==================== voice_phase_scanner
==> voice_phase_scanner/zoom.png <==
Scale bar: 10 um. Region (95, 74) to (120, 99) um. Cells in gray, sequential cells in the stronger gray; small squares are vias.
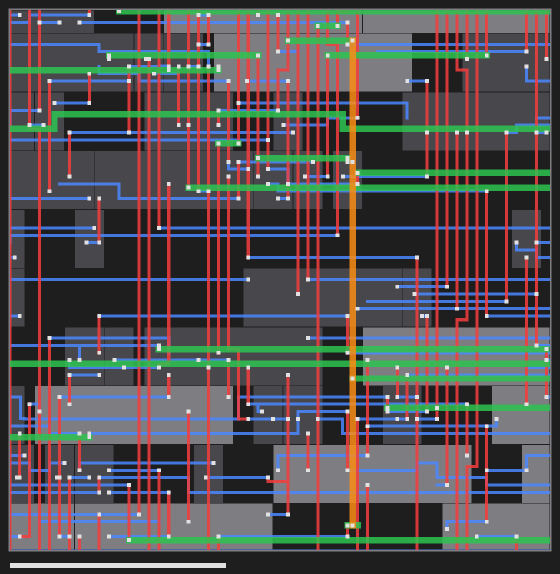

$ cat config.mk
export PLATFORM = sky130hd
export DESIGN_NAME = voice_phase_scanner
export DESIGN_NICKNAME = d
export VERILOG_FILES = /design/src/rtl/voice_phase_scanner_pkg.sv /design/src/rtl/voice_state_bank.sv /design/src/rtl/voice_phase_scanner.sv
export SDC_FILE = /design/constraint.sdc
export NUM_CORES = 2
export LEC_CHECK = 0
export CORE_ASPECT_RATIO = 0.8
export CORE_MARGIN = 4
export CORE_UTILIZATION = 40
export DETAILED_ROUTE_END_ITERATION = 7
export PLACE_DENSITY = 0.63
export SLEW_MARGIN = 30
export SYNTH_ARGS = -nofsm -noshare
export SYNTH_HDL_FRONTEND = slang
export SYNTH_SLANG_ARGS = --single-unit
$ cat constraint.sdc
create_clock -name i_clk -period 54.7 [get_ports i_clk]
set_input_delay 5.47 -clock i_clk [delete_from_list [all_inputs] [get_ports i_clk]]
set_output_delay 5.47 -clock i_clk [all_outputs]
set_load 0.01 [all_outputs]
$ cat src/rtl/voice_phase_scanner_pkg.sv
// Shared encodings for the voice phase scanner: note status values, default
// widths and the scan FSM state type.
package voice_phase_scanner_pkg;

    localparam int PHASE_W_DEF = 32;
    localparam int VEL_W       = 7;

    localparam logic NOTE_ON  = 1'b1;
    localparam logic NOTE_OFF = 1'b0;

    typedef enum logic {
        ST_IDLE = 1'b0,
        ST_SCAN = 1'b1
    } scan_state_t;

endpackage

$ cat src/rtl/voice_state_bank.sv
// Per-voice gate/tuning/velocity/phase storage with one event write port and
// one scan read/accumulate port; the event write wins on a same-slot collision.
module voice_state_bank
    import voice_phase_scanner_pkg::*;
#(
    parameter int NUM_VOICES = 16,
    parameter int VOICE_W    = 4,
    parameter int PHASE_W    = PHASE_W_DEF
) (
    input  logic                  i_clk,
    input  logic                  i_reset,
    input  logic                  wr_en,
    input  logic                  wr_note,
    input  logic [VOICE_W-1:0]    wr_idx,
    input  logic [PHASE_W-1:0]    wr_tuning,
    input  logic [VEL_W-1:0]      wr_velocity,
    input  logic                  rd_en,
    input  logic [VOICE_W-1:0]    rd_idx,
    output logic                  rd_gate,
    output logic [PHASE_W-1:0]    rd_phase,
    output logic [VEL_W-1:0]      rd_velocity,
    output logic [NUM_VOICES-1:0] gate_vec
);

    logic [NUM_VOICES-1:0] gate_q;
    logic [PHASE_W-1:0]    phase_q  [NUM_VOICES];
    logic [PHASE_W-1:0]    tuning_q [NUM_VOICES];
    logic [VEL_W-1:0]      vel_q    [NUM_VOICES];

    // Read side reflects pre-event state; rd_phase is the post-accumulate value.
    assign rd_gate     = gate_q[rd_idx];
    assign rd_velocity = vel_q[rd_idx];
    assign rd_phase    = gate_q[rd_idx] ? phase_q[rd_idx] + tuning_q[rd_idx]
                                        : phase_q[rd_idx];
    assign gate_vec    = gate_q;

    always_ff @(posedge i_clk or posedge i_reset) begin
        if (i_reset) begin
            gate_q <= '0;
            for (int i = 0; i < NUM_VOICES; i++) begin
                phase_q[i]  <= '0;
                tuning_q[i] <= '0;
                vel_q[i]    <= '0;
            end
        end else begin
            if (rd_en)
                phase_q[rd_idx] <= rd_phase;
            // Placed after the accumulate so an event to the scanned slot overrides it.
            if (wr_en) begin
                if (wr_note == NOTE_ON) begin
                    gate_q[wr_idx]   <= 1'b1;
                    tuning_q[wr_idx] <= wr_tuning;
                    vel_q[wr_idx]    <= wr_velocity;
                    phase_q[wr_idx]  <= '0;
                end else begin
                    gate_q[wr_idx]   <= 1'b0;
                    vel_q[wr_idx]    <= '0;
                end
            end
        end
    end

endmodule

$ cat src/rtl/voice_phase_scanner.sv
// Scans every voice slot once per sample tick, advancing gated phases and
// presenting the per-slot stream one cycle after each slot is read.
module voice_phase_scanner
    import voice_phase_scanner_pkg::*;
#(
    parameter int NUM_VOICES = 16,
    parameter int VOICE_W    = 4,
    parameter int PHASE_W    = PHASE_W_DEF
) (
    input  logic                 i_clk,
    input  logic                 i_reset,
    input  logic                 i_SPI_flag,
    input  logic                 i_SPI_note_status,
    input  logic [7:0]           i_SPI_voice_index,
    input  logic [PHASE_W-1:0]   i_SPI_tuning_code,
    input  logic [VEL_W-1:0]     i_SPI_velocity,
    input  logic                 i_sample_tick,
    output logic                 o_voice_valid,
    output logic [VOICE_W-1:0]   o_voice_index,
    output logic [PHASE_W-1:0]   o_voice_phase,
    output logic [VEL_W-1:0]     o_voice_velocity,
    output logic                 o_voice_gate,
    output logic                 o_frame_done,
    output logic                 o_overrun,
    output logic                 o_bad_index,
    output logic [VOICE_W:0]     o_active_count
);

    scan_state_t           state_q, state_d;
    logic [VOICE_W-1:0]    idx_q, idx_d;
    logic                  scanning, last_slot, bad_idx, ev_en;
    logic                  rd_gate;
    logic [PHASE_W-1:0]    rd_phase;
    logic [VEL_W-1:0]      rd_velocity;
    logic [NUM_VOICES-1:0] gate_vec;
    logic [VOICE_W:0]      popcount;

    logic                  vld_p1, frame_done_p1, overrun_p1, bad_p1, gate_p1;
    logic [VOICE_W-1:0]    index_p1;
    logic [PHASE_W-1:0]    phase_p1;
    logic [VEL_W-1:0]      vel_p1;
    logic [VOICE_W:0]      count_p1;

    assign scanning  = (state_q == ST_SCAN);
    assign last_slot = (idx_q == VOICE_W'(NUM_VOICES - 1));
    // Full 8-bit index is range-checked so out-of-range events never alias a slot.
    assign bad_idx   = i_SPI_flag && (32'(i_SPI_voice_index) >= 32'(NUM_VOICES));
    assign ev_en     = i_SPI_flag && !bad_idx;

    voice_state_bank #(
        .NUM_VOICES (NUM_VOICES),
        .VOICE_W    (VOICE_W),
        .PHASE_W    (PHASE_W)
    ) u_bank (
        .i_clk       (i_clk),
        .i_reset     (i_reset),
        .wr_en       (ev_en),
        .wr_note     (i_SPI_note_status),
        .wr_idx      (i_SPI_voice_index[VOICE_W-1:0]),
        .wr_tuning   (i_SPI_tuning_code),
        .wr_velocity (i_SPI_velocity),
        .rd_en       (scanning),
        .rd_idx      (idx_q),
        .rd_gate     (rd_gate),
        .rd_phase    (rd_phase),
        .rd_velocity (rd_velocity),
        .gate_vec    (gate_vec)
    );

    always_ff @(posedge i_clk or posedge i_reset) begin
        if (i_reset) begin
            state_q <= ST_IDLE;
            idx_q   <= '0;
        end else begin
            state_q <= state_d;
            idx_q   <= idx_d;
        end
    end

    always_comb begin
        state_d = state_q;
        idx_d   = idx_q;
        case (state_q)
            ST_IDLE: begin
                if (i_sample_tick) begin
                    state_d = ST_SCAN;
                    idx_d   = '0;
                end
            end
            ST_SCAN: begin
                idx_d = idx_q + 1'b1;
                if (last_slot)
                    state_d = ST_IDLE;
            end
            default: begin
                state_d = ST_IDLE;
                idx_d   = '0;
            end
        endcase
    end

    always_comb begin
        popcount = '0;
        for (int i = 0; i < NUM_VOICES; i++)
            popcount = popcount + {{VOICE_W{1'b0}}, gate_vec[i]};
    end

    // Stage p1: registered slot stream, status pulses and active count
    always_ff @(posedge i_clk or posedge i_reset) begin
        if (i_reset) begin
            vld_p1        <= 1'b0;
            frame_done_p1 <= 1'b0;
            overrun_p1    <= 1'b0;
            bad_p1        <= 1'b0;
            gate_p1       <= 1'b0;
            index_p1      <= '0;
            phase_p1      <= '0;
            vel_p1        <= '0;
            count_p1      <= '0;
        end else begin
            vld_p1        <= scanning;
            frame_done_p1 <= scanning && last_slot;
            overrun_p1    <= scanning && i_sample_tick;
            bad_p1        <= bad_idx;
            count_p1      <= popcount;
            if (scanning) begin
                index_p1 <= idx_q;
                phase_p1 <= rd_phase;
                vel_p1   <= rd_velocity;
                gate_p1  <= rd_gate;
            end
        end
    end

    assign o_voice_valid    = vld_p1;
    assign o_voice_index    = index_p1;
    assign o_voice_phase    = phase_p1;
    assign o_voice_velocity = vel_p1;
    assign o_voice_gate     = gate_p1;
    assign o_frame_done     = frame_done_p1;
    assign o_overrun        = overrun_p1;
    assign o_bad_index      = bad_p1;
    assign o_active_count   = count_p1;

endmodule

==================== pipelined_adder_flat
[src/rtl/pipelined_adder_if.sv]
// pipelined_adder_if: operand/result handshake bundle for pipelined_adder.
// Handshake: a transfer happens on a rising edge where valid and ready are
// both 1; the producer holds payload and valid stable until that edge, and
// ready may depend combinationally on the consumer's state.
// master = producer of operands / consumer of results, slave = the adder.
interface pipelined_adder_if #(
   parameter int WIDTH = 64
);
   logic             in_valid;
   logic             in_ready;
   logic [WIDTH-1:0] a;
   logic [WIDTH-1:0] b;
   logic [1:0]       op;
   logic             cin;
   logic             out_valid;
   logic             out_ready;
   logic [WIDTH-1:0] sum;
   logic             flag_n;
   logic             flag_z;
   logic             flag_c;
   logic             flag_v;

   modport master (
      output in_valid, a, b, op, cin, out_ready,
      input  in_ready, out_valid, sum, flag_n, flag_z, flag_c, flag_v
   );

   modport slave (
      input  in_valid, a, b, op, cin, out_ready,
      output in_ready, out_valid, sum, flag_n, flag_z, flag_c, flag_v
   );
endinterface

[src/rtl/pipelined_adder.sv]
// pipelined_adder: WIDTH-bit add/sub split into WIDTH/CHUNK ripple stages.
// An input register captures operands (B already inverted for SUB/SBC and the
// effective carry-in), then stage k resolves bits [k*CHUNK +: CHUNK] and
// passes carry, the partially resolved word and B on to the next stage.
// The last stage writes the output register, so latency is STAGES cycles.
// Optional feature macro: ADDER_FLAGS_EN (NZCV flags; otherwise tied to 0).
// Every register advances together on a single advance signal
// (out_ready | ~out_valid), so a stalled output freezes the whole pipe.
module pipelined_adder #(
   parameter int WIDTH = 64,
   parameter int CHUNK = 16
) (
   input logic             clk,
   input logic             reset_n,
   pipelined_adder_if.slave io_bus
);
   localparam int STAGES = WIDTH / CHUNK;
   localparam int LAST   = STAGES - 1;

   if (WIDTH % CHUNK != 0) begin : g_bad_cfg
      $error("pipelined_adder: WIDTH must be a multiple of CHUNK");
   end

   logic             w_advance;
   logic [WIDTH-1:0] w_eff_b;
   logic             w_cin_eff;

   // Per-stage input registers. r_a holds resolved sum chunks below the
   // stage's chunk and untouched operand A chunks from it upward.
   logic             r_vld [STAGES];
   logic [WIDTH-1:0] r_a   [STAGES];
   logic [WIDTH-1:0] r_b   [STAGES];
   logic             r_c   [STAGES];

   logic [CHUNK:0]   w_part [STAGES];
   logic [WIDTH-1:0] w_res  [STAGES];

   logic             r_out_vld;
   logic [WIDTH-1:0] r_sum;

   assign w_advance       = io_bus.out_ready | ~r_out_vld;
   assign io_bus.in_ready  = w_advance;
   assign io_bus.out_valid = r_out_vld;
   assign io_bus.sum       = r_sum;

   // Operand conditioning: invert B for subtracts, pick the effective carry-in.
   always_comb begin
      w_eff_b   = io_bus.op[0] ? ~io_bus.b : io_bus.b;
      w_cin_eff = 1'b0;
      case (io_bus.op)
         2'b00:   w_cin_eff = 1'b0;
         2'b01:   w_cin_eff = 1'b1;
         default: w_cin_eff = io_bus.cin;
      endcase
   end

   // Each stage ripples its own CHUNK bits from its registered carry.
   always_comb begin
      for (int k = 0; k < STAGES; k++) begin
         w_part[k] = {1'b0, r_a[k][k*CHUNK +: CHUNK]}
                   + {1'b0, r_b[k][k*CHUNK +: CHUNK]}
                   + {{CHUNK{1'b0}}, r_c[k]};
         w_res[k]  = r_a[k];
         w_res[k][k*CHUNK +: CHUNK] = w_part[k][CHUNK-1:0];
      end
   end

   // Pipeline shift: input capture, stage-to-stage transfer and output register.
   always_ff @(posedge clk or negedge reset_n) begin
      if (!reset_n) begin
         for (int k = 0; k < STAGES; k++) begin
            r_vld[k] <= 1'b0;
            r_a[k]   <= '0;
            r_b[k]   <= '0;
            r_c[k]   <= 1'b0;
         end
         r_out_vld <= 1'b0;
         r_sum     <= '0;
      end else if (w_advance) begin
         r_vld[0] <= io_bus.in_valid;
         r_a[0]   <= io_bus.a;
         r_b[0]   <= w_eff_b;
         r_c[0]   <= w_cin_eff;
         for (int k = 1; k < STAGES; k++) begin
            r_vld[k] <= r_vld[k-1];
            r_a[k]   <= w_res[k-1];
            r_b[k]   <= r_b[k-1];
            r_c[k]   <= w_part[k-1][CHUNK];
         end
         r_out_vld <= r_vld[LAST];
         r_sum     <= w_res[LAST];
      end
   end

`ifdef ADDER_FLAGS_EN
   logic r_z [STAGES];
   logic w_chunk_zero [STAGES];
   logic w_msb_cin;
   logic r_flag_n;
   logic r_flag_z;
   logic r_flag_c;
   logic r_flag_v;

   // Running zero per stage; carry into the MSB recovered from a^b^sum at bit WIDTH-1.
   always_comb begin
      for (int k = 0; k < STAGES; k++) begin
         w_chunk_zero[k] = r_z[k] & (w_part[k][CHUNK-1:0] == '0);
      end
      w_msb_cin = r_a[LAST][WIDTH-1] ^ r_b[LAST][WIDTH-1] ^ w_res[LAST][WIDTH-1];
   end

   // Flag pipeline: running-zero chain and the NZCV output registers.
   always_ff @(posedge clk or negedge reset_n) begin
      if (!reset_n) begin
         for (int k = 0; k < STAGES; k++) begin
            r_z[k] <= 1'b0;
         end
         r_flag_n <= 1'b0;
         r_flag_z <= 1'b0;
         r_flag_c <= 1'b0;
         r_flag_v <= 1'b0;
      end else if (w_advance) begin
         r_z[0] <= 1'b1;
         for (int k = 1; k < STAGES; k++) begin
            r_z[k] <= w_chunk_zero[k-1];
         end
         r_flag_n <= w_res[LAST][WIDTH-1];
         r_flag_z <= w_chunk_zero[LAST];
         r_flag_c <= w_part[LAST][CHUNK];
         r_flag_v <= w_msb_cin ^ w_part[LAST][CHUNK];
      end
   end

   assign io_bus.flag_n = r_flag_n;
   assign io_bus.flag_z = r_flag_z;
   assign io_bus.flag_c = r_flag_c;
   assign io_bus.flag_v = r_flag_v;
`else
   assign io_bus.flag_n = 1'b0;
   assign io_bus.flag_z = 1'b0;
   assign io_bus.flag_c = 1'b0;
   assign io_bus.flag_v = 1'b0;
`endif

endmodule
[src/flat_wrapper.sv]
// flat-port wrapper written by rule: the top's interface ports become plain ports
module pipelined_adder_flat 
#(
   parameter int WIDTH = 64,
   parameter int CHUNK = 16
)
  (clk, reset_n, io_bus_in_valid, io_bus_a, io_bus_b, io_bus_op, io_bus_cin, io_bus_out_ready, io_bus_in_ready, io_bus_out_valid, io_bus_sum, io_bus_flag_n, io_bus_flag_z, io_bus_flag_c, io_bus_flag_v);
  pipelined_adder_if #(.WIDTH(WIDTH)) io_bus_i ();
  input logic clk;
  input logic reset_n;
  input wire logic [$bits(io_bus_i.in_valid)-1:0] io_bus_in_valid;
  input wire logic [$bits(io_bus_i.a)-1:0] io_bus_a;
  input wire logic [$bits(io_bus_i.b)-1:0] io_bus_b;
  input wire logic [$bits(io_bus_i.op)-1:0] io_bus_op;
  input wire logic [$bits(io_bus_i.cin)-1:0] io_bus_cin;
  input wire logic [$bits(io_bus_i.out_ready)-1:0] io_bus_out_ready;
  output wire logic [$bits(io_bus_i.in_ready)-1:0] io_bus_in_ready;
  output wire logic [$bits(io_bus_i.out_valid)-1:0] io_bus_out_valid;
  output wire logic [$bits(io_bus_i.sum)-1:0] io_bus_sum;
  output wire logic [$bits(io_bus_i.flag_n)-1:0] io_bus_flag_n;
  output wire logic [$bits(io_bus_i.flag_z)-1:0] io_bus_flag_z;
  output wire logic [$bits(io_bus_i.flag_c)-1:0] io_bus_flag_c;
  output wire logic [$bits(io_bus_i.flag_v)-1:0] io_bus_flag_v;
  assign io_bus_i.in_valid = io_bus_in_valid;
  assign io_bus_i.a = io_bus_a;
  assign io_bus_i.b = io_bus_b;
  assign io_bus_i.op = io_bus_op;
  assign io_bus_i.cin = io_bus_cin;
  assign io_bus_i.out_ready = io_bus_out_ready;
  assign io_bus_in_ready = io_bus_i.in_ready;
  assign io_bus_out_valid = io_bus_i.out_valid;
  assign io_bus_sum = io_bus_i.sum;
  assign io_bus_flag_n = io_bus_i.flag_n;
  assign io_bus_flag_z = io_bus_i.flag_z;
  assign io_bus_flag_c = io_bus_i.flag_c;
  assign io_bus_flag_v = io_bus_i.flag_v;
  pipelined_adder #(.WIDTH(WIDTH), .CHUNK(CHUNK)) u_core (.clk(clk), .reset_n(reset_n), .io_bus(io_bus_i));
endmodule
[config.mk]
export PLATFORM = sky130hd
export DESIGN_NAME = pipelined_adder_flat
export DESIGN_NICKNAME = d
export VERILOG_FILES = /design/src/rtl/pipelined_adder_if.sv /design/src/rtl/pipelined_adder.sv /design/src/flat_wrapper.sv
export SDC_FILE = /design/constraint.sdc
export NUM_CORES = 1
export LEC_CHECK = 0
export CAP_MARGIN = 20
export CORE_MARGIN = 4
export CORE_UTILIZATION = 60
export CTS_CLUSTER_DIAMETER = 100
export DETAILED_ROUTE_END_ITERATION = 8
export PLACE_DENSITY = 0.83
export SYNTH_ARGS = -nofsm -noshare
export SYNTH_HDL_FRONTEND = slang
export SYNTH_SLANG_ARGS = --single-unit
[constraint.sdc]
create_clock -name clk -period 5.6 [get_ports clk]
set_clock_uncertainty 0.2 [all_clocks]
set_input_delay 1.4 -clock clk [delete_from_list [all_inputs] [get_ports clk]]
set_output_delay 1.4 -clock clk [all_outputs]
set_load 0.005 [all_outputs]
==================== ac97_receiver
**config.mk**
```make
export PLATFORM = sky130hd
export DESIGN_NAME = ac97_receiver
export DESIGN_NICKNAME = d
export VERILOG_FILES = /design/src/rtl/ac97_pkg.sv /design/src/rtl/ac97_frame_aligner.sv /design/src/rtl/ac97_receiver.sv
export SDC_FILE = /design/constraint.sdc
export NUM_CORES = 1
export LEC_CHECK = 0
export CAP_MARGIN = 25
export CORE_UTILIZATION = 31
export DETAILED_ROUTE_END_ITERATION = 6
export GPL_TIMING_DRIVEN = 0
export HOLD_SLACK_MARGIN = 0.05
export SLEW_MARGIN = 20
export SYNTH_ARGS = -nofsm -noshare
export SYNTH_HDL_FRONTEND = slang
export SYNTH_SLANG_ARGS = --single-unit
```
**constraint.sdc**
```tcl
create_clock -name BIT_CLK -period 3.2 [get_ports BIT_CLK]
set_input_delay 0.48 -clock BIT_CLK [delete_from_list [all_inputs] [get_ports BIT_CLK]]
set_output_delay 0.48 -clock BIT_CLK [all_outputs]
set_load 0.03 [all_outputs]
```
**src/rtl/ac97_pkg.sv**
```systemverilog
// ac97_pkg: slot map, tag bit positions and frame-alignment states shared by
// the AC'97 receive and transmit paths.
package ac97_pkg;
    localparam logic [7:0] TAG_END   = 8'd15;
    localparam logic [7:0] SLOT1_END = 8'd35;
    localparam logic [7:0] SLOT2_END = 8'd55;
    localparam logic [7:0] SLOT3_END = 8'd75;
    localparam logic [7:0] SLOT4_END = 8'd95;
    localparam int READY    = 15;
    localparam int VALID_S1 = 14;
    localparam int VALID_S2 = 13;
    localparam int VALID_L  = 12;
    localparam int VALID_R  = 11;
    localparam int SLOT_W   = 20;
    typedef enum logic [1:0] {HUNT, ALIGN, LOCKED} align_state_e;
endpackage

```
**src/rtl/ac97_frame_aligner.sv**
```systemverilog
// ac97_frame_aligner: SYNC rise detection, frame bit counter and lock state machine.
// o_bit_idx is the frame bit index of the sample taken on the current edge.
module ac97_frame_aligner #(
    parameter int FRAME_BITS  = 256,
    parameter int LOCK_FRAMES = 2
) (
    input  logic       i_clk,
    input  logic       i_rst,
    input  logic       i_sync,
    output logic [7:0] o_bit_idx,
    output logic       o_decode,
    output logic       o_locked,
    output logic       o_sync_error
);
    import ac97_pkg::*;

    localparam logic [7:0] LAST = 8'(FRAME_BITS - 1);
    localparam logic [7:0] NEED = 8'(LOCK_FRAMES);

    align_state_e r_state, w_state_next;
    logic [7:0]   r_count, w_idx;
    logic [7:0]   r_good, w_good_next;
    logic         r_sync_prev, r_sync_error;
    logic         w_rise, w_wrap, w_err;

    always_comb begin
        w_rise       = i_sync && !r_sync_prev;
        w_wrap       = r_count == LAST;
        w_err        = 1'b0;
        w_idx        = (r_state == HUNT || w_wrap) ? 8'd0 : r_count + 8'd1;
        w_good_next  = r_good;
        w_state_next = r_state;
        if (r_state == HUNT) begin
            if (w_rise) begin
                w_good_next  = 8'd0;
                w_state_next = (NEED == 8'd0) ? LOCKED : ALIGN;
            end
        end else if (w_rise != w_wrap) begin
            // a rise off the wrap restarts alignment; a wrap without a rise loses it
            w_err        = 1'b1;
            w_idx        = 8'd0;
            w_good_next  = 8'd0;
            w_state_next = w_rise ? ALIGN : HUNT;
        end else if (w_rise && r_state == ALIGN) begin
            w_good_next  = r_good + 8'd1;
            w_state_next = (w_good_next >= NEED) ? LOCKED : ALIGN;
        end
    end

    always_ff @(posedge i_clk) begin
        if (i_rst) begin
            r_state      <= HUNT;
            r_count      <= 8'd0;
            r_good       <= 8'd0;
            r_sync_prev  <= 1'b0;
            r_sync_error <= 1'b0;
        end else begin
            r_state      <= w_state_next;
            r_count      <= w_idx;
            r_good       <= w_good_next;
            r_sync_prev  <= i_sync;
            r_sync_error <= w_err;
        end
    end

    assign o_bit_idx    = w_idx;
    assign o_decode     = (r_state == LOCKED) && !w_err;
    assign o_locked     = r_state == LOCKED;
    assign o_sync_error = r_sync_error;
endmodule

```
**src/rtl/ac97_receiver.sv**
```systemverilog
// ac97_receiver: deserializes SDATA_IN into tag, status and PCM slots, committing
// each locked frame one edge after its bit 95 with single-cycle strobes.
module ac97_receiver #(
    parameter int FRAME_BITS  = 256,
    parameter int LOCK_FRAMES = 2
) (
    input  logic        BIT_CLK,
    input  logic        SYSTEM_RESET,
    input  logic        SYNC,
    input  logic        SDATA_IN,
    output logic        LOCKED,
    output logic        SYNC_ERROR,
    output logic        CODEC_READY,
    output logic [15:0] TAG,
    output logic [19:0] STATUS_ADDR,
    output logic [19:0] STATUS_DATA,
    output logic [19:0] PCM_L,
    output logic [19:0] PCM_R,
    output logic        STATUS_VALID,
    output logic        PCM_VALID,
    output logic        FRAME_VALID
);
    import ac97_pkg::*;

    logic [7:0]        w_bit;
    logic              w_decode, w_locked, w_sync_error;
    logic [SLOT_W-1:0] w_shift;
    logic [SLOT_W-2:0] r_shift;
    logic [15:0]       r_tag_h, r_tag;
    logic [SLOT_W-1:0] r_s1_h, r_s2_h, r_s3_h, r_s4_h;
    logic [SLOT_W-1:0] r_addr, r_data, r_pcm_l, r_pcm_r;
    logic              r_commit, r_status_valid, r_pcm_valid, r_frame_valid;
    logic              w_upd_status, w_upd_l, w_upd_r;

    ac97_frame_aligner #(
        .FRAME_BITS (FRAME_BITS),
        .LOCK_FRAMES(LOCK_FRAMES)
    ) u_aligner (
        .i_clk       (BIT_CLK),
        .i_rst       (SYSTEM_RESET),
        .i_sync      (SYNC),
        .o_bit_idx   (w_bit),
        .o_decode    (w_decode),
        .o_locked    (w_locked),
        .o_sync_error(w_sync_error)
    );

    assign w_shift      = {r_shift, SDATA_IN};
    assign w_upd_status = r_commit && r_tag_h[VALID_S1] && r_tag_h[VALID_S2];
    assign w_upd_l      = r_commit && r_tag_h[VALID_L];
    assign w_upd_r      = r_commit && r_tag_h[VALID_R];

    always_ff @(posedge BIT_CLK) begin
        if (SYSTEM_RESET) begin
            r_shift        <= '0;
            r_tag_h        <= '0;
            r_s1_h         <= '0;
            r_s2_h         <= '0;
            r_s3_h         <= '0;
            r_s4_h         <= '0;
            r_tag          <= '0;
            r_addr         <= '0;
            r_data         <= '0;
            r_pcm_l        <= '0;
            r_pcm_r        <= '0;
            r_commit       <= 1'b0;
            r_status_valid <= 1'b0;
            r_pcm_valid    <= 1'b0;
            r_frame_valid  <= 1'b0;
        end else begin
            r_shift <= w_shift[SLOT_W-2:0];
            if (w_bit == TAG_END)   r_tag_h <= w_shift[15:0];
            if (w_bit == SLOT1_END) r_s1_h  <= w_shift;
            if (w_bit == SLOT2_END) r_s2_h  <= w_shift;
            if (w_bit == SLOT3_END) r_s3_h  <= w_shift;
            if (w_bit == SLOT4_END) r_s4_h  <= w_shift;
            // decided on the bit-95 edge, so a later SYNC error cannot cancel it
            r_commit       <= w_decode && (w_bit == SLOT4_END);
            r_frame_valid  <= r_commit;
            r_status_valid <= w_upd_status;
            r_pcm_valid    <= w_upd_l || w_upd_r;
            if (r_commit) r_tag <= r_tag_h;
            if (w_upd_status) begin
                r_addr <= r_s1_h;
                r_data <= r_s2_h;
            end
            if (w_upd_l) r_pcm_l <= r_s3_h;
            if (w_upd_r) r_pcm_r <= r_s4_h;
        end
    end

    assign LOCKED       = w_locked;
    assign SYNC_ERROR   = w_sync_error;
    assign CODEC_READY  = r_tag[READY];
    assign TAG          = r_tag;
    assign STATUS_ADDR  = r_addr;
    assign STATUS_DATA  = r_data;
    assign PCM_L        = r_pcm_l;
    assign PCM_R        = r_pcm_r;
    assign STATUS_VALID = r_status_valid;
    assign PCM_VALID    = r_pcm_valid;
    assign FRAME_VALID  = r_frame_valid;
endmodule

```
==================== id_ex_stage
File: src/rtl/id_ex_stage_pkg.sv
// Shared types and helpers for the ID->EX pipeline register: register-index
// width, operand-source bit positions, alu operation codes and control bundle.
package id_ex_stage_pkg;

  localparam int REG_W      = 5;
  localparam int ID_SRC_IMM = 0;
  localparam int ID_SRC_PC  = 1;

  typedef enum logic [4:0] {
    ALU_ADD    = 5'd0,
    ALU_SUB    = 5'd1,
    ALU_SLL    = 5'd2,
    ALU_SLT    = 5'd3,
    ALU_SLTU   = 5'd4,
    ALU_XOR    = 5'd5,
    ALU_SRL    = 5'd6,
    ALU_SRA    = 5'd7,
    ALU_OR     = 5'd8,
    ALU_AND    = 5'd9,
    ALU_MUL    = 5'd10,
    ALU_MULH   = 5'd11,
    ALU_MULHSU = 5'd12,
    ALU_MULHU  = 5'd13,
    ALU_DIV    = 5'd14,
    ALU_DIVU   = 5'd15,
    ALU_REM    = 5'd16,
    ALU_REMU   = 5'd17
  } alu_op_e;

  typedef struct packed {
    logic             valid;
    logic [REG_W-1:0] rd;
    logic [REG_W-1:0] rs1;
    logic [REG_W-1:0] rs2;
    logic [1:0]       src;
    logic             wb_en;
    logic             is_load;
  } ex_ctrl_t;

  localparam ex_ctrl_t EX_CTRL_IDLE = '{
    valid:   1'b0,
    rd:      5'd0,
    rs1:     5'd0,
    rs2:     5'd0,
    src:     2'd0,
    wb_en:   1'b0,
    is_load: 1'b0
  };

  // x0 never matches: it is hard-wired to zero
  function automatic logic reg_hit(input logic [REG_W-1:0] rs,
                                   input logic [REG_W-1:0] rd,
                                   input logic             en);
    return en && (rd == rs) && (rs != {REG_W{1'b0}});
  endfunction

endpackage

File: src/rtl/id_ex_stage_fwd_mux.sv
// Operand forwarding select for one source register: MEM result beats WB data,
// which beats the registered raw operand; x0 always reads as zero.
module id_ex_stage_fwd_mux
  import id_ex_stage_pkg::*;
#(
  parameter int XLEN = 32
) (
  input  logic [REG_W-1:0] rs,
  input  logic [XLEN-1:0]  raw,
  input  logic [REG_W-1:0] mem_rd,
  input  logic             mem_wb_en,
  input  logic [XLEN-1:0]  mem_res,
  input  logic [REG_W-1:0] wb_rd,
  input  logic             wb_en,
  input  logic [XLEN-1:0]  wb_data,
  output logic [XLEN-1:0]  fwd
);

  // Priority select of the youngest producer of rs
  always_comb begin
    fwd = raw;
    if (rs == {REG_W{1'b0}}) begin
      fwd = {XLEN{1'b0}};
    end else if (reg_hit(rs, mem_rd, mem_wb_en)) begin
      fwd = mem_res;
    end else if (reg_hit(rs, wb_rd, wb_en)) begin
      fwd = wb_data;
    end else begin
      fwd = raw;
    end
  end

endmodule

File: src/rtl/id_ex_stage.sv
// ID->EX pipeline register feeding the alu: captures decoded ops, forwards from
// MEM/WB, selects pc/imm sources, and inserts load-use bubbles.
module id_ex_stage
  import id_ex_stage_pkg::*;
#(
  parameter int XLEN = 32,
  parameter int OP_W = 5
) (
  input  logic             clk,
  input  logic             rst,
  input  logic             id_valid,
  input  logic [OP_W-1:0]  id_alu_op,
  input  logic [REG_W-1:0] id_rs1,
  input  logic [REG_W-1:0] id_rs2,
  input  logic [REG_W-1:0] id_rd,
  input  logic [XLEN-1:0]  id_rs1_data,
  input  logic [XLEN-1:0]  id_rs2_data,
  input  logic [XLEN-1:0]  id_imm,
  input  logic [XLEN-1:0]  id_pc,
  input  logic [1:0]       id_src,
  input  logic             id_is_load,
  input  logic             id_wb_en,
  input  logic             flush,
  input  logic             ex_ready,
  input  logic [REG_W-1:0] mem_rd,
  input  logic             mem_wb_en,
  input  logic [XLEN-1:0]  mem_res,
  input  logic [REG_W-1:0] wb_rd,
  input  logic             wb_en,
  input  logic [XLEN-1:0]  wb_data,
  output logic             id_ready,
  output logic             ex_valid,
  output logic [OP_W-1:0]  ex_alu_op,
  output logic [XLEN-1:0]  ex_r1,
  output logic [XLEN-1:0]  ex_r2,
  output logic [XLEN-1:0]  ex_store_data,
  output logic [REG_W-1:0] ex_rd,
  output logic             ex_wb_en,
  output logic             ex_is_load
);

  ex_ctrl_t        ctrl_r;
  logic [OP_W-1:0] alu_op_r;
  logic [XLEN-1:0] imm_r;
  logic [XLEN-1:0] pc_r;
  logic [XLEN-1:0] raw1_r;
  logic [XLEN-1:0] raw2_r;
  logic [XLEN-1:0] cap1_s;
  logic [XLEN-1:0] cap2_s;
  logic [XLEN-1:0] fwd1_s;
  logic [XLEN-1:0] fwd2_s;
  logic            hazard_s;

  // Load in EX produces a register the decoding instruction names
  always_comb begin
    if (id_valid && ctrl_r.valid && ctrl_r.is_load &&
        (ctrl_r.rd != {REG_W{1'b0}}) &&
        ((ctrl_r.rd == id_rs1) || (ctrl_r.rd == id_rs2))) begin
      hazard_s = 1'b1;
    end else begin
      hazard_s = 1'b0;
    end
  end

  assign id_ready = ex_ready & ~hazard_s;

  // Regfile read races the WB write in the same cycle, so bypass WB at capture
  always_comb begin
    if (id_rs1 == {REG_W{1'b0}}) begin
      cap1_s = {XLEN{1'b0}};
    end else if (reg_hit(id_rs1, wb_rd, wb_en)) begin
      cap1_s = wb_data;
    end else begin
      cap1_s = id_rs1_data;
    end
    if (id_rs2 == {REG_W{1'b0}}) begin
      cap2_s = {XLEN{1'b0}};
    end else if (reg_hit(id_rs2, wb_rd, wb_en)) begin
      cap2_s = wb_data;
    end else begin
      cap2_s = id_rs2_data;
    end
  end

  // Pipeline register: reset, stall, bubble, capture in that priority
  always_ff @(posedge clk) begin
    if (rst) begin
      ctrl_r   <= EX_CTRL_IDLE;
      alu_op_r <= {OP_W{1'b0}};
      imm_r    <= {XLEN{1'b0}};
      pc_r     <= {XLEN{1'b0}};
      raw1_r   <= {XLEN{1'b0}};
      raw2_r   <= {XLEN{1'b0}};
    end else if (!ex_ready) begin
      // Producers keep retiring while stalled; absorb them so they are not lost
      raw1_r <= fwd1_s;
      raw2_r <= fwd2_s;
    end else if (flush || hazard_s || !id_valid) begin
      ctrl_r.valid   <= 1'b0;
      ctrl_r.wb_en   <= 1'b0;
      ctrl_r.is_load <= 1'b0;
    end else begin
      ctrl_r.valid   <= 1'b1;
      ctrl_r.rd      <= id_rd;
      ctrl_r.rs1     <= id_rs1;
      ctrl_r.rs2     <= id_rs2;
      ctrl_r.src     <= id_src;
      ctrl_r.wb_en   <= id_wb_en;
      ctrl_r.is_load <= id_is_load;
      alu_op_r       <= id_alu_op;
      imm_r          <= id_imm;
      pc_r           <= id_pc;
      raw1_r         <= cap1_s;
      raw2_r         <= cap2_s;
    end
  end

  id_ex_stage_fwd_mux #(.XLEN(XLEN)) u_fwd1 (
    .rs        (ctrl_r.rs1),
    .raw       (raw1_r),
    .mem_rd    (mem_rd),
    .mem_wb_en (mem_wb_en),
    .mem_res   (mem_res),
    .wb_rd     (wb_rd),
    .wb_en     (wb_en),
    .wb_data   (wb_data),
    .fwd       (fwd1_s)
  );

  id_ex_stage_fwd_mux #(.XLEN(XLEN)) u_fwd2 (
    .rs        (ctrl_r.rs2),
    .raw       (raw2_r),
    .mem_rd    (mem_rd),
    .mem_wb_en (mem_wb_en),
    .mem_res   (mem_res),
    .wb_rd     (wb_rd),
    .wb_en     (wb_en),
    .wb_data   (wb_data),
    .fwd       (fwd2_s)
  );

  assign ex_valid      = ctrl_r.valid;
  assign ex_alu_op     = alu_op_r;
  assign ex_rd         = ctrl_r.rd;
  assign ex_r1         = ctrl_r.src[ID_SRC_PC]  ? pc_r  : fwd1_s;
  assign ex_r2         = ctrl_r.src[ID_SRC_IMM] ? imm_r : fwd2_s;
  assign ex_store_data = fwd2_s;
  assign ex_wb_en      = ctrl_r.valid & ctrl_r.wb_en;
  assign ex_is_load    = ctrl_r.valid & ctrl_r.is_load;

endmodule

File: config.mk
export PLATFORM = sky130hd
export DESIGN_NAME = id_ex_stage
export DESIGN_NICKNAME = d
export VERILOG_FILES = /design/src/rtl/id_ex_stage_pkg.sv /design/src/rtl/id_ex_stage_fwd_mux.sv /design/src/rtl/id_ex_stage.sv
export SDC_FILE = /design/constraint.sdc
export NUM_CORES = 1
export LEC_CHECK = 0
export ABC_AREA = 1
export ABC_CLOCK_PERIOD_IN_PS = 3650
export CORE_MARGIN = 1
export CORE_UTILIZATION = 52
export DETAILED_ROUTE_END_ITERATION = 8
export MAX_ROUTING_LAYER = met4
export PLACE_DENSITY = 0.88
export SYNTH_ARGS = -nofsm -noshare
export SYNTH_HDL_FRONTEND = slang
export SYNTH_SLANG_ARGS = --single-unit
export TNS_END_PERCENT = 10
File: constraint.sdc
create_clock -name clk -period 3.65 [get_ports clk]
set_clock_uncertainty 0.2 [all_clocks]
set_input_delay 0.5475 -clock clk [delete_from_list [all_inputs] [get_ports clk]]
set_output_delay 0.5475 -clock clk [all_outputs]
set_load 0.02 [all_outputs]

## Gallery

A small window of the routed layout.
shot_01.png
Scale bar: 10 um. Region (24, 24) to (49, 49) um. Cells in gray, sequential cells in the stronger gray; small squares are vias.
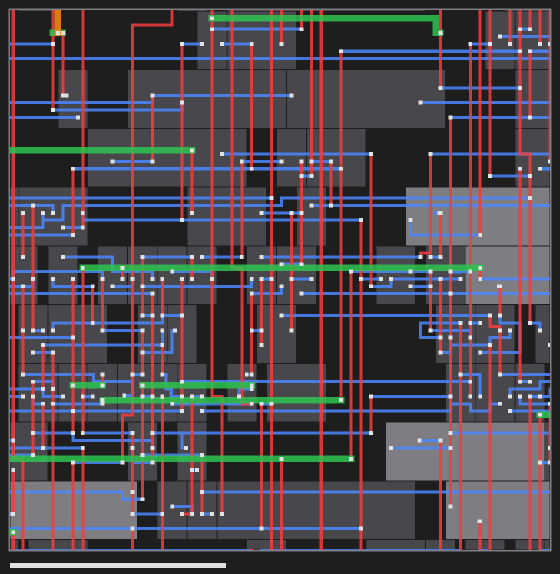
shot_02.png
Scale bar: 10 um. Region (37, 37) to (62, 62) um. Cells in gray, sequential cells in the stronger gray; small squares are vias.
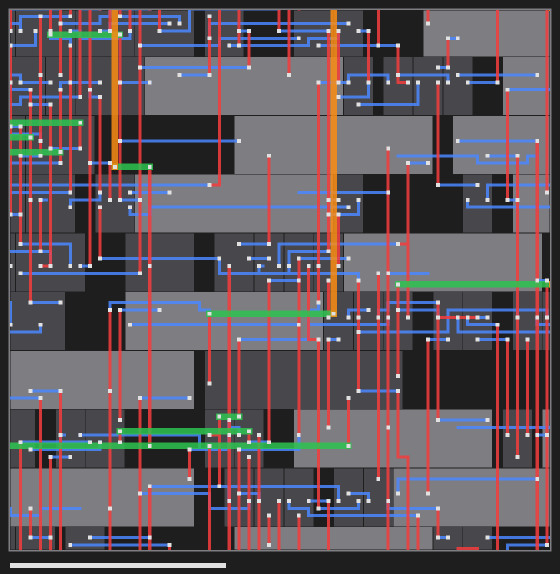
shot_03.png
Scale bar: 10 um. Region (30, 30) to (55, 55) um. Cells in gray, sequential cells in the stronger gray; small squares are vias.
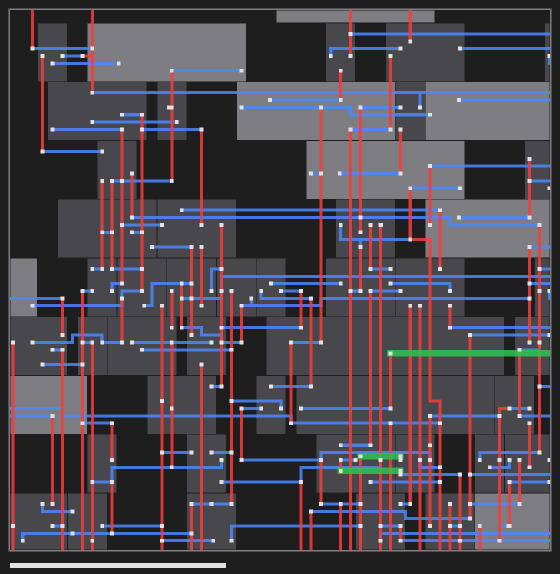
pipelined_adder_flat: shot_02.png
ac97_receiver: shot_03.png
id_ex_stage: shot_01.png
Of these, largest die: shot_02.png
Of these, smallest die: shot_01.png

==> pipelined_adder_flat/registers.png <==
Scale bar: 50 um. Other sequential cells in the stronger gray, the rest of the logic in the fainter gray.
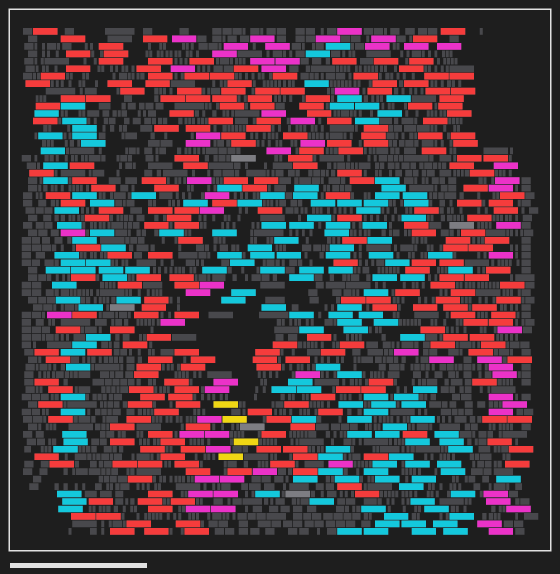
legend:
  u_core.r_b:
    color: cyan
    flops: 160
    where: widely spread
  u_core.io_bus.sum:
    color: magenta
    flops: 64
  u_core.r_vld:
    color: yellow
    flops: 4
    where: bottom middle
  u_core.r_a:
    color: red
    flops: 256
    where: widely spread
not colored: 5
Seq area share: 0.482
final core utilization: 0.728
Register Area: 12200 um2
P_seq: 6.06 mW

==> flow_metrics.tcl, pipelined_adder_flat <==
# metrics dict for downstream scripts
set metrics [dict create \
    status "complete, no violations" \
    cts_buffers 49 \
    ff_count 489 \
    crit_path_max_incr_delay_ns 0.55 \
    cp-endpoint "io_bus_in_ready" \
    cts_tree "done" \
    ys_cells 2392 \
    dr.pass1.iters 5 \
    p_leak_nw 12.5 \
    place_area_um2 23700 \
    maxSlewHeadroom 0.237 \
    critPathMaxFanout 42 \
    preCtsSetupSlack_ns 1.06 \
    n_fill_cell 2509 \
    peakVddDrop_uv 449 \
    port_buffers 200 \
    drive_above_1_share 0.0451 \
    wirelength_um 46100 \
    coreArea_um2 34900 \
    final_max_slew_viol_count 0 \
    logic_gate_count 1769 \
    clock_latency_ns 0.58 \
    topCellsByArea "dfrtp_1 (57%), nand2_1 (21%), xnor2_1 (3.5%)" \
    rr_worst_depth 9 \
    endpoint_kind "output pin" \
    timing.final.ws_setup_ns 1.25 \
    final_common_cell "nand2_1" \
    synth-async-reset-ratio 1.00 \
    tns_ns 0 \
    ys_seq_frac 0.572 \
    cts-resized-gates 0 \
    power.density_nw_per_um2 597 \
]
pipelined_adder_flat: worst min path at each step:
stage	depth (start not counted)	end	start	slack, ns
after floorplan	2	u_core.r_vld[0]	u_core.r_vld[0]	0.23
after CTS	2	u_core.r_a[188]	u_core.r_a[252]	0.26
after detailed placement	2	u_core.r_a[167]	u_core.r_a[167]	0.26
after global placement	2	u_core.r_vld[0]	u_core.r_vld[0]	0.25
after global routing	2	u_core.r_a[80]	u_core.r_a[80]	0.28
final	2	u_core.r_a[188]	u_core.r_a[252]	0.26
pipelined_adder_flat: where the power goes:
group	switching (mW)	internal (mW)	total [mW]
Clock	1.36	2.09	3.44
Sequential	0.941	5.12	6.06
Combinational	3.23	2.44	5.66
Total	5.53	9.64	15.2
pipelined_adder_flat: state kept, by name (all words and copies together) (netlist names):
signal and cells:
u_core.r_b 160, u_core.r_a 256, u_core.io_bus.out_valid 1, u_core.io_bus.sum 64, u_core.r_c 4, u_core.r_vld 4
pipelined_adder_flat: routing by layer:
metal,share of wire,global-route usage
met1,0.41,0.301
met2,0.51,0.408
met3,0.042,0.0361
met4,0.037,0.103
met5,0.00063,0
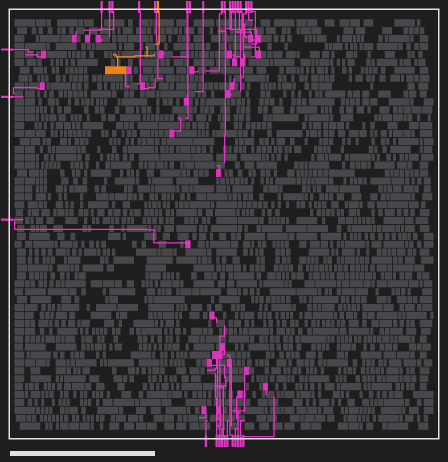
(id_ex_stage/port_nets.png)
Scale bar: 50 um.
legend:
  ex_r1:
    color: magenta
    bits: 32
    direction: output
    end_cells: 32
    wire: 866 um
  ex_valid:
    color: orange
    bits: 1
    direction: output
    end_cells: 1
    wire: 39.2 um
# IOs: 343
Port Buffers: 342

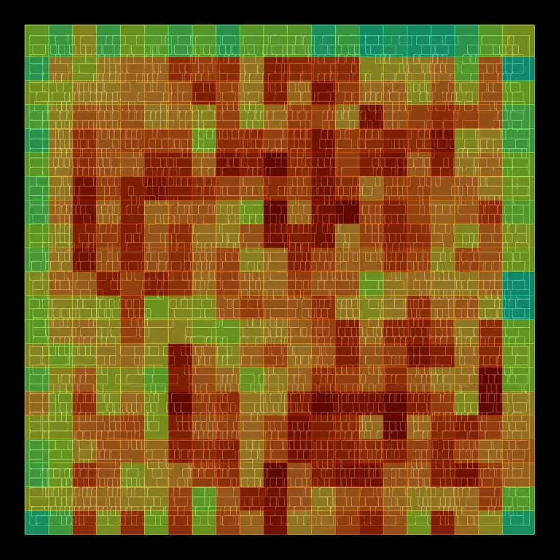
(id_ex_stage/final_congestion.png)
met1 usage: 0.509
GRT busiest layer: met2
wire per inst: 18.2 um
routing usage on met2: 0.670
final core utilization: 0.766

==> flow_metrics.tcl, id_ex_stage <==
# metrics dict for downstream scripts
set metrics [dict create \
    synthDistinctLibCells 32 \
    timing.final.ws_setup_ns -0.0153 \
    logic_gate_count 1395 \
    ys_sh_simple 0.417 \
    fa_ha_area_frac 0 \
    mux_area_frac 0 \
    setup_viol_count_final 2 \
    sh_comb_area 0.422 \
    status "finished, violations left" \
    p_leak_nw 7.62 \
    coreArea_um2 20400 \
    post_drt_via_cell_ratio 5.83 \
    seqPwrFrac 0.360 \
    synth_nets 2101 \
    power_leader "clock" \
    p_comb_frac 0.269 \
    synth-async-reset-ratio 0 \
    violations "setup timing" \
    cp_slowest_cell "clkdlybuf4s50_1" \
    comb_area_um2 6600 \
    worst-path-stages 10 \
]
## id_ex_stage: sequential cells by signal, summed over array words and instances (netlist names)
name       flops
ctrl_r        14
ex_alu_op      5
ex_rd          5
ex_valid       1
imm_r         32
pc_r          32
raw1_r        32
raw2_r        32
## id_ex_stage: worst paths after layout
check / to / slack (ns)
setup / recovery: ex_store_data[29] / -0.02
hold / removal: imm_r[12] / 0.25
setup reg to reg: raw1_r[20] / 1.29
hold reg to reg: imm_r[12] / 0.25
## id_ex_stage: cell families after synthesis
kind of cell,count (synthesis)
buf+inv,320
compound gates,340
simple gates,1050
flops,153
xor+xnor,5
## id_ex_stage: routing by layer
layer / track usage / wire (um) / vias up
li1: - / - / 6738
met1: 0.509 / 17100 / 6413
met2: 0.670 / 20500 / 1091
met3: 0.0652 / 5230 / 199
met4: 0.216 / 2390 / 0
met5: - / 0 / -
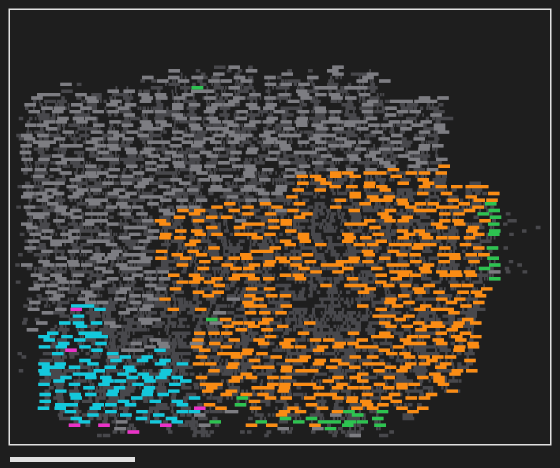
(voice_phase_scanner/registers.png)
Scale bar: 100 um. Other sequential cells in the stronger gray, the rest of the logic in the fainter gray.
legend:
  u_bank.vel_q:
    color: cyan
    flops: 112
    where: bottom left
  u_bank.phase_q:
    color: orange
    flops: 512
  o_voice_phase:
    color: green
    flops: 32
  o_voice_velocity:
    color: magenta
    flops: 7
    where: bottom left
not colored: 547
Seq area share: 0.477
Register Area: 30300 um2
final core utilization: 0.450

## Picture notes: voice_phase_scanner/zoom.png
legend:
  met1:
    color: blue
  met4:
    color: orange
  met3:
    color: green
  met2:
    color: red
netlist names of flops here include: u_bank.vel_q (1)
cells with their middle in the window: 33
sequential cells in the window: 6
most frequent: inv_1 (12), o21ai_0 (6), dfrtp_1 (6)

==> flow_metrics.tcl, voice_phase_scanner <==
# metrics dict for downstream scripts
set metrics [dict create \
    ys_cells 5450 \
    worst_hold_slack_ns 0.470 \
    die_area_um2 149000 \
    r2r-start "idx_q[0]" \
    crit_path_start_kind "primary input" \
    preCtsSetupSlack_ns 45.16 \
    h-tree-depth 3 \
    grt_use_total 0.241 \
    cp_top_family "simple AND/OR/NAND/NOR gates" \
    grt_max_degree 157 \
    buffers_excl_clock 187 \
    edf_count 0 \
    warnings 39 \
    cap_violations 0 \
    synth_area_um2 57200 \
    power.total_mw 3.59 \
    antenna_found_initial 10 \
    p_comb_frac 0.423 \
    rsz0062_at_grt "no" \
    hold_violations 0 \
    switchingPower_mw 1.43 \
    p_int_mw 2.16 \
    r2r_end "o_voice_phase[16]" \
    yosysWarnings 0 \
    rr_worst_depth 13 \
    skew_ns 0.0414 \
    clkCellAreaFrac 0.0621 \
    startpoint "i_SPI_voice_index[7]" \
    critical_path_buf_inv_count 2 \
    worst-path-stages 9 \
    hpwl_um 99100 \
    status "complete, no violations" \
    place_area_um2 59500 \
    port_buffers 104 \
    fp-utilization 0.405 \
    topCellsByArea "dfrtp_1 (53%), mux4_2 (14%), nand2_1 (11%)" \
    final_cells 7256 \
    reg2reg_slack_ns 47.98 \
    non_clock_inverter_count 40 \
]
[voice_phase_scanner: power by group through the flow]
stage | Combinational [mW] | Sequential [mW] | Clock, mW
final | 1.52 | 1.23 | 0.839
after global routing | 1.63 | 1.25 | 0.886
after CTS | 1.50 | 1.23 | 0.849
after detailed placement | 1.50 | 1.24 | 0
after global placement | 1.47 | 1.23 | 0
after floorplan | 1.15 | 1.19 | 0
[voice_phase_scanner: cells by family (layout without fill, tap and decap cells)]
logic type | Yosys count | count (layout) | share of synthesized area
fa+ha+maj | 51 | 51 | 0.0126
mux | 447 | 447 | 0.163
buf+inv | 518 | 443 | 0.0385
xor+xnor | 28 | 28 | 0.00429
simple gates | 2228 | 2228 | 0.153
compound gates | 968 | 968 | 0.100
other cells | 0 | 6 | 0
flops | 1210 | 1210 | 0.529
[voice_phase_scanner: metal layers]
layer / GRT usage / part of all wire
met5: 0 / 0.00014
met4: 0.0706 / 0.031
met2: 0.370 / 0.45
met1: 0.344 / 0.42
met3: 0.0562 / 0.097
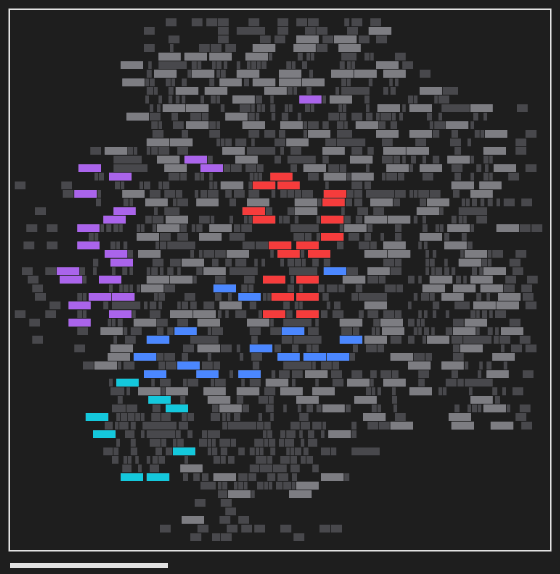
(ac97_receiver/registers.png)
Scale bar: 50 um. Other sequential cells in the stronger gray, the rest of the logic in the fainter gray.
legend:
  r_tag_h:
    color: blue
    flops: 16
  r_shift:
    color: red
    flops: 19
    where: middle
  u_aligner.r_good:
    color: cyan
    flops: 8
    where: bottom left
  STATUS_ADDR:
    color: purple
    flops: 20
    where: left middle
not colored: 172

==> flow_metrics.tcl, ac97_receiver <==
# metrics dict for downstream scripts
set metrics [dict create \
    status "complete, no violations" \
    critPathMaxFanout 10 \
    cts-resized-gates 0 \
    sequentialPower_mw 2.93 \
    ant_nets 0 \
    topCellsByArea "dfxtp_1 (53%), mux2i_1 (13%), nand2b_1 (8.4%)" \
    seq_area_um2 4700 \
    final_cells 1476 \
    mux_area_frac 0.125 \
    sh_comb_area 0.338 \
    design_area_um2 11200 \
    preCtsSetupSlack_ns 0.111 \
    crit_path_start_kind "register" \
    fin_nets 1088 \
    grt_max_degree 14 \
    ys_sh_simple 0.216 \
    period_needed_ns 2.82 \
    skew_ns 0.00995 \
    tns_ns 0 \
    edf_count 0 \
    hpwl_um 16000 \
    maxSlewHeadroom 0.479 \
    tightest_slew_ns 0.781 \
    cp-endpoint "r_s3_h[0]" \
]
ac97_receiver: layout by cell type (no fill, tap or decap), types with 3 or more instances in the layout:
| master | n |
|---|---|
| a21oi_1 | 89 |
| a311oi_1 | 4 |
| a31oi_1 | 3 |
| and2_1 | 3 |
| and3_1 | 4 |
| buf_2 | 9 |
| buf_4 | 3 |
| clkbuf_1 | 57 |
| clkbuf_16 | 25 |
| clkbuf_8 | 6 |
| clkdlybuf4s50_1 | 105 |
| clkinv_2 | 4 |
| dfxtp_1 | 235 |
| ha_1 | 3 |
| inv_1 | 25 |
| mux2i_1 | 111 |
| nand2_1 | 171 |
| nand2b_1 | 119 |
| nand3_1 | 12 |
| nand4_1 | 4 |
| nor2_1 | 36 |
| nor2b_1 | 6 |
| nor3_1 | 7 |
| nor4_1 | 4 |
| or3_1 | 5 |
| or4b_2 | 3 |
| xnor2_1 | 3 |
| xor2_1 | 6 |
ac97_receiver: per-layer routing:
metal / vias up / part of all wire / wire length [um] / global-route usage
li1: 3404 / - / - / -
met1: 3154 / 0.48 / 11100 / 0.216
met2: 143 / 0.45 / 10400 / 0.257
met3: 30 / 0.048 / 1100 / 0.0271
met4: 0 / 0.021 / 476 / 0.0454
met5: - / 0 / 0 / 0


==> notes/layouts.md <==
Pictures saved along the way, in no particular order.

Gate families picked out.
(a)
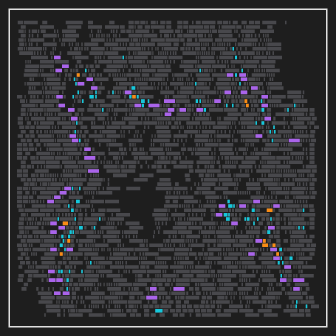
(b)
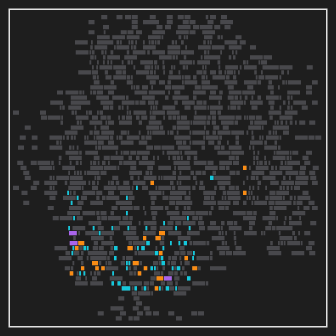
(c)
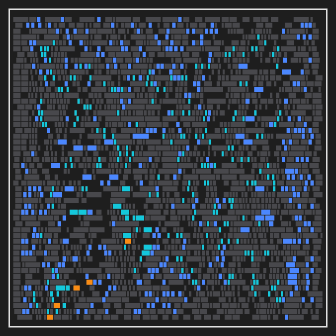
(b) is ac97_receiver.
(c) is id_ex_stage.
(a) is pipelined_adder_flat.
- most cells: (a)
- fewest cells: (b)


==> gallery <==
I/O nets highlighted.
picture 1
Scale bar: 50 um.
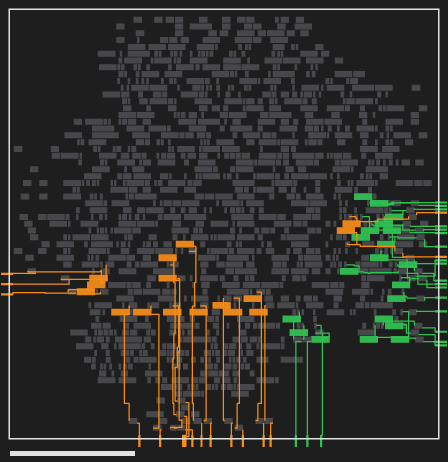
picture 2
Scale bar: 50 um.
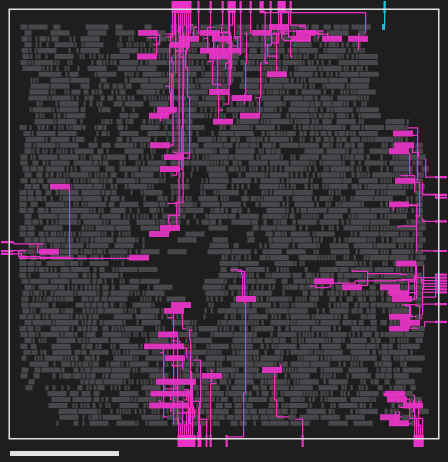
picture 3
Scale bar: 100 um.
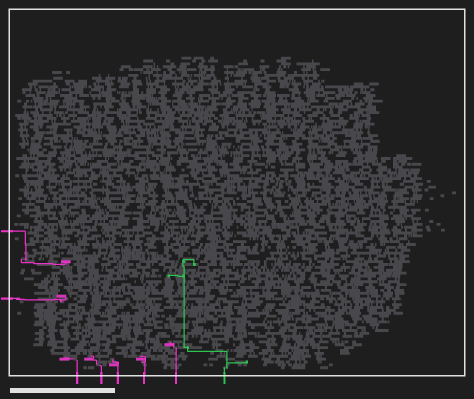
Of these, largest die: picture 3
voice_phase_scanner: picture 3
pipelined_adder_flat: picture 2
ac97_receiver: picture 1

Power is estimated from default activity; no workload was simulated.
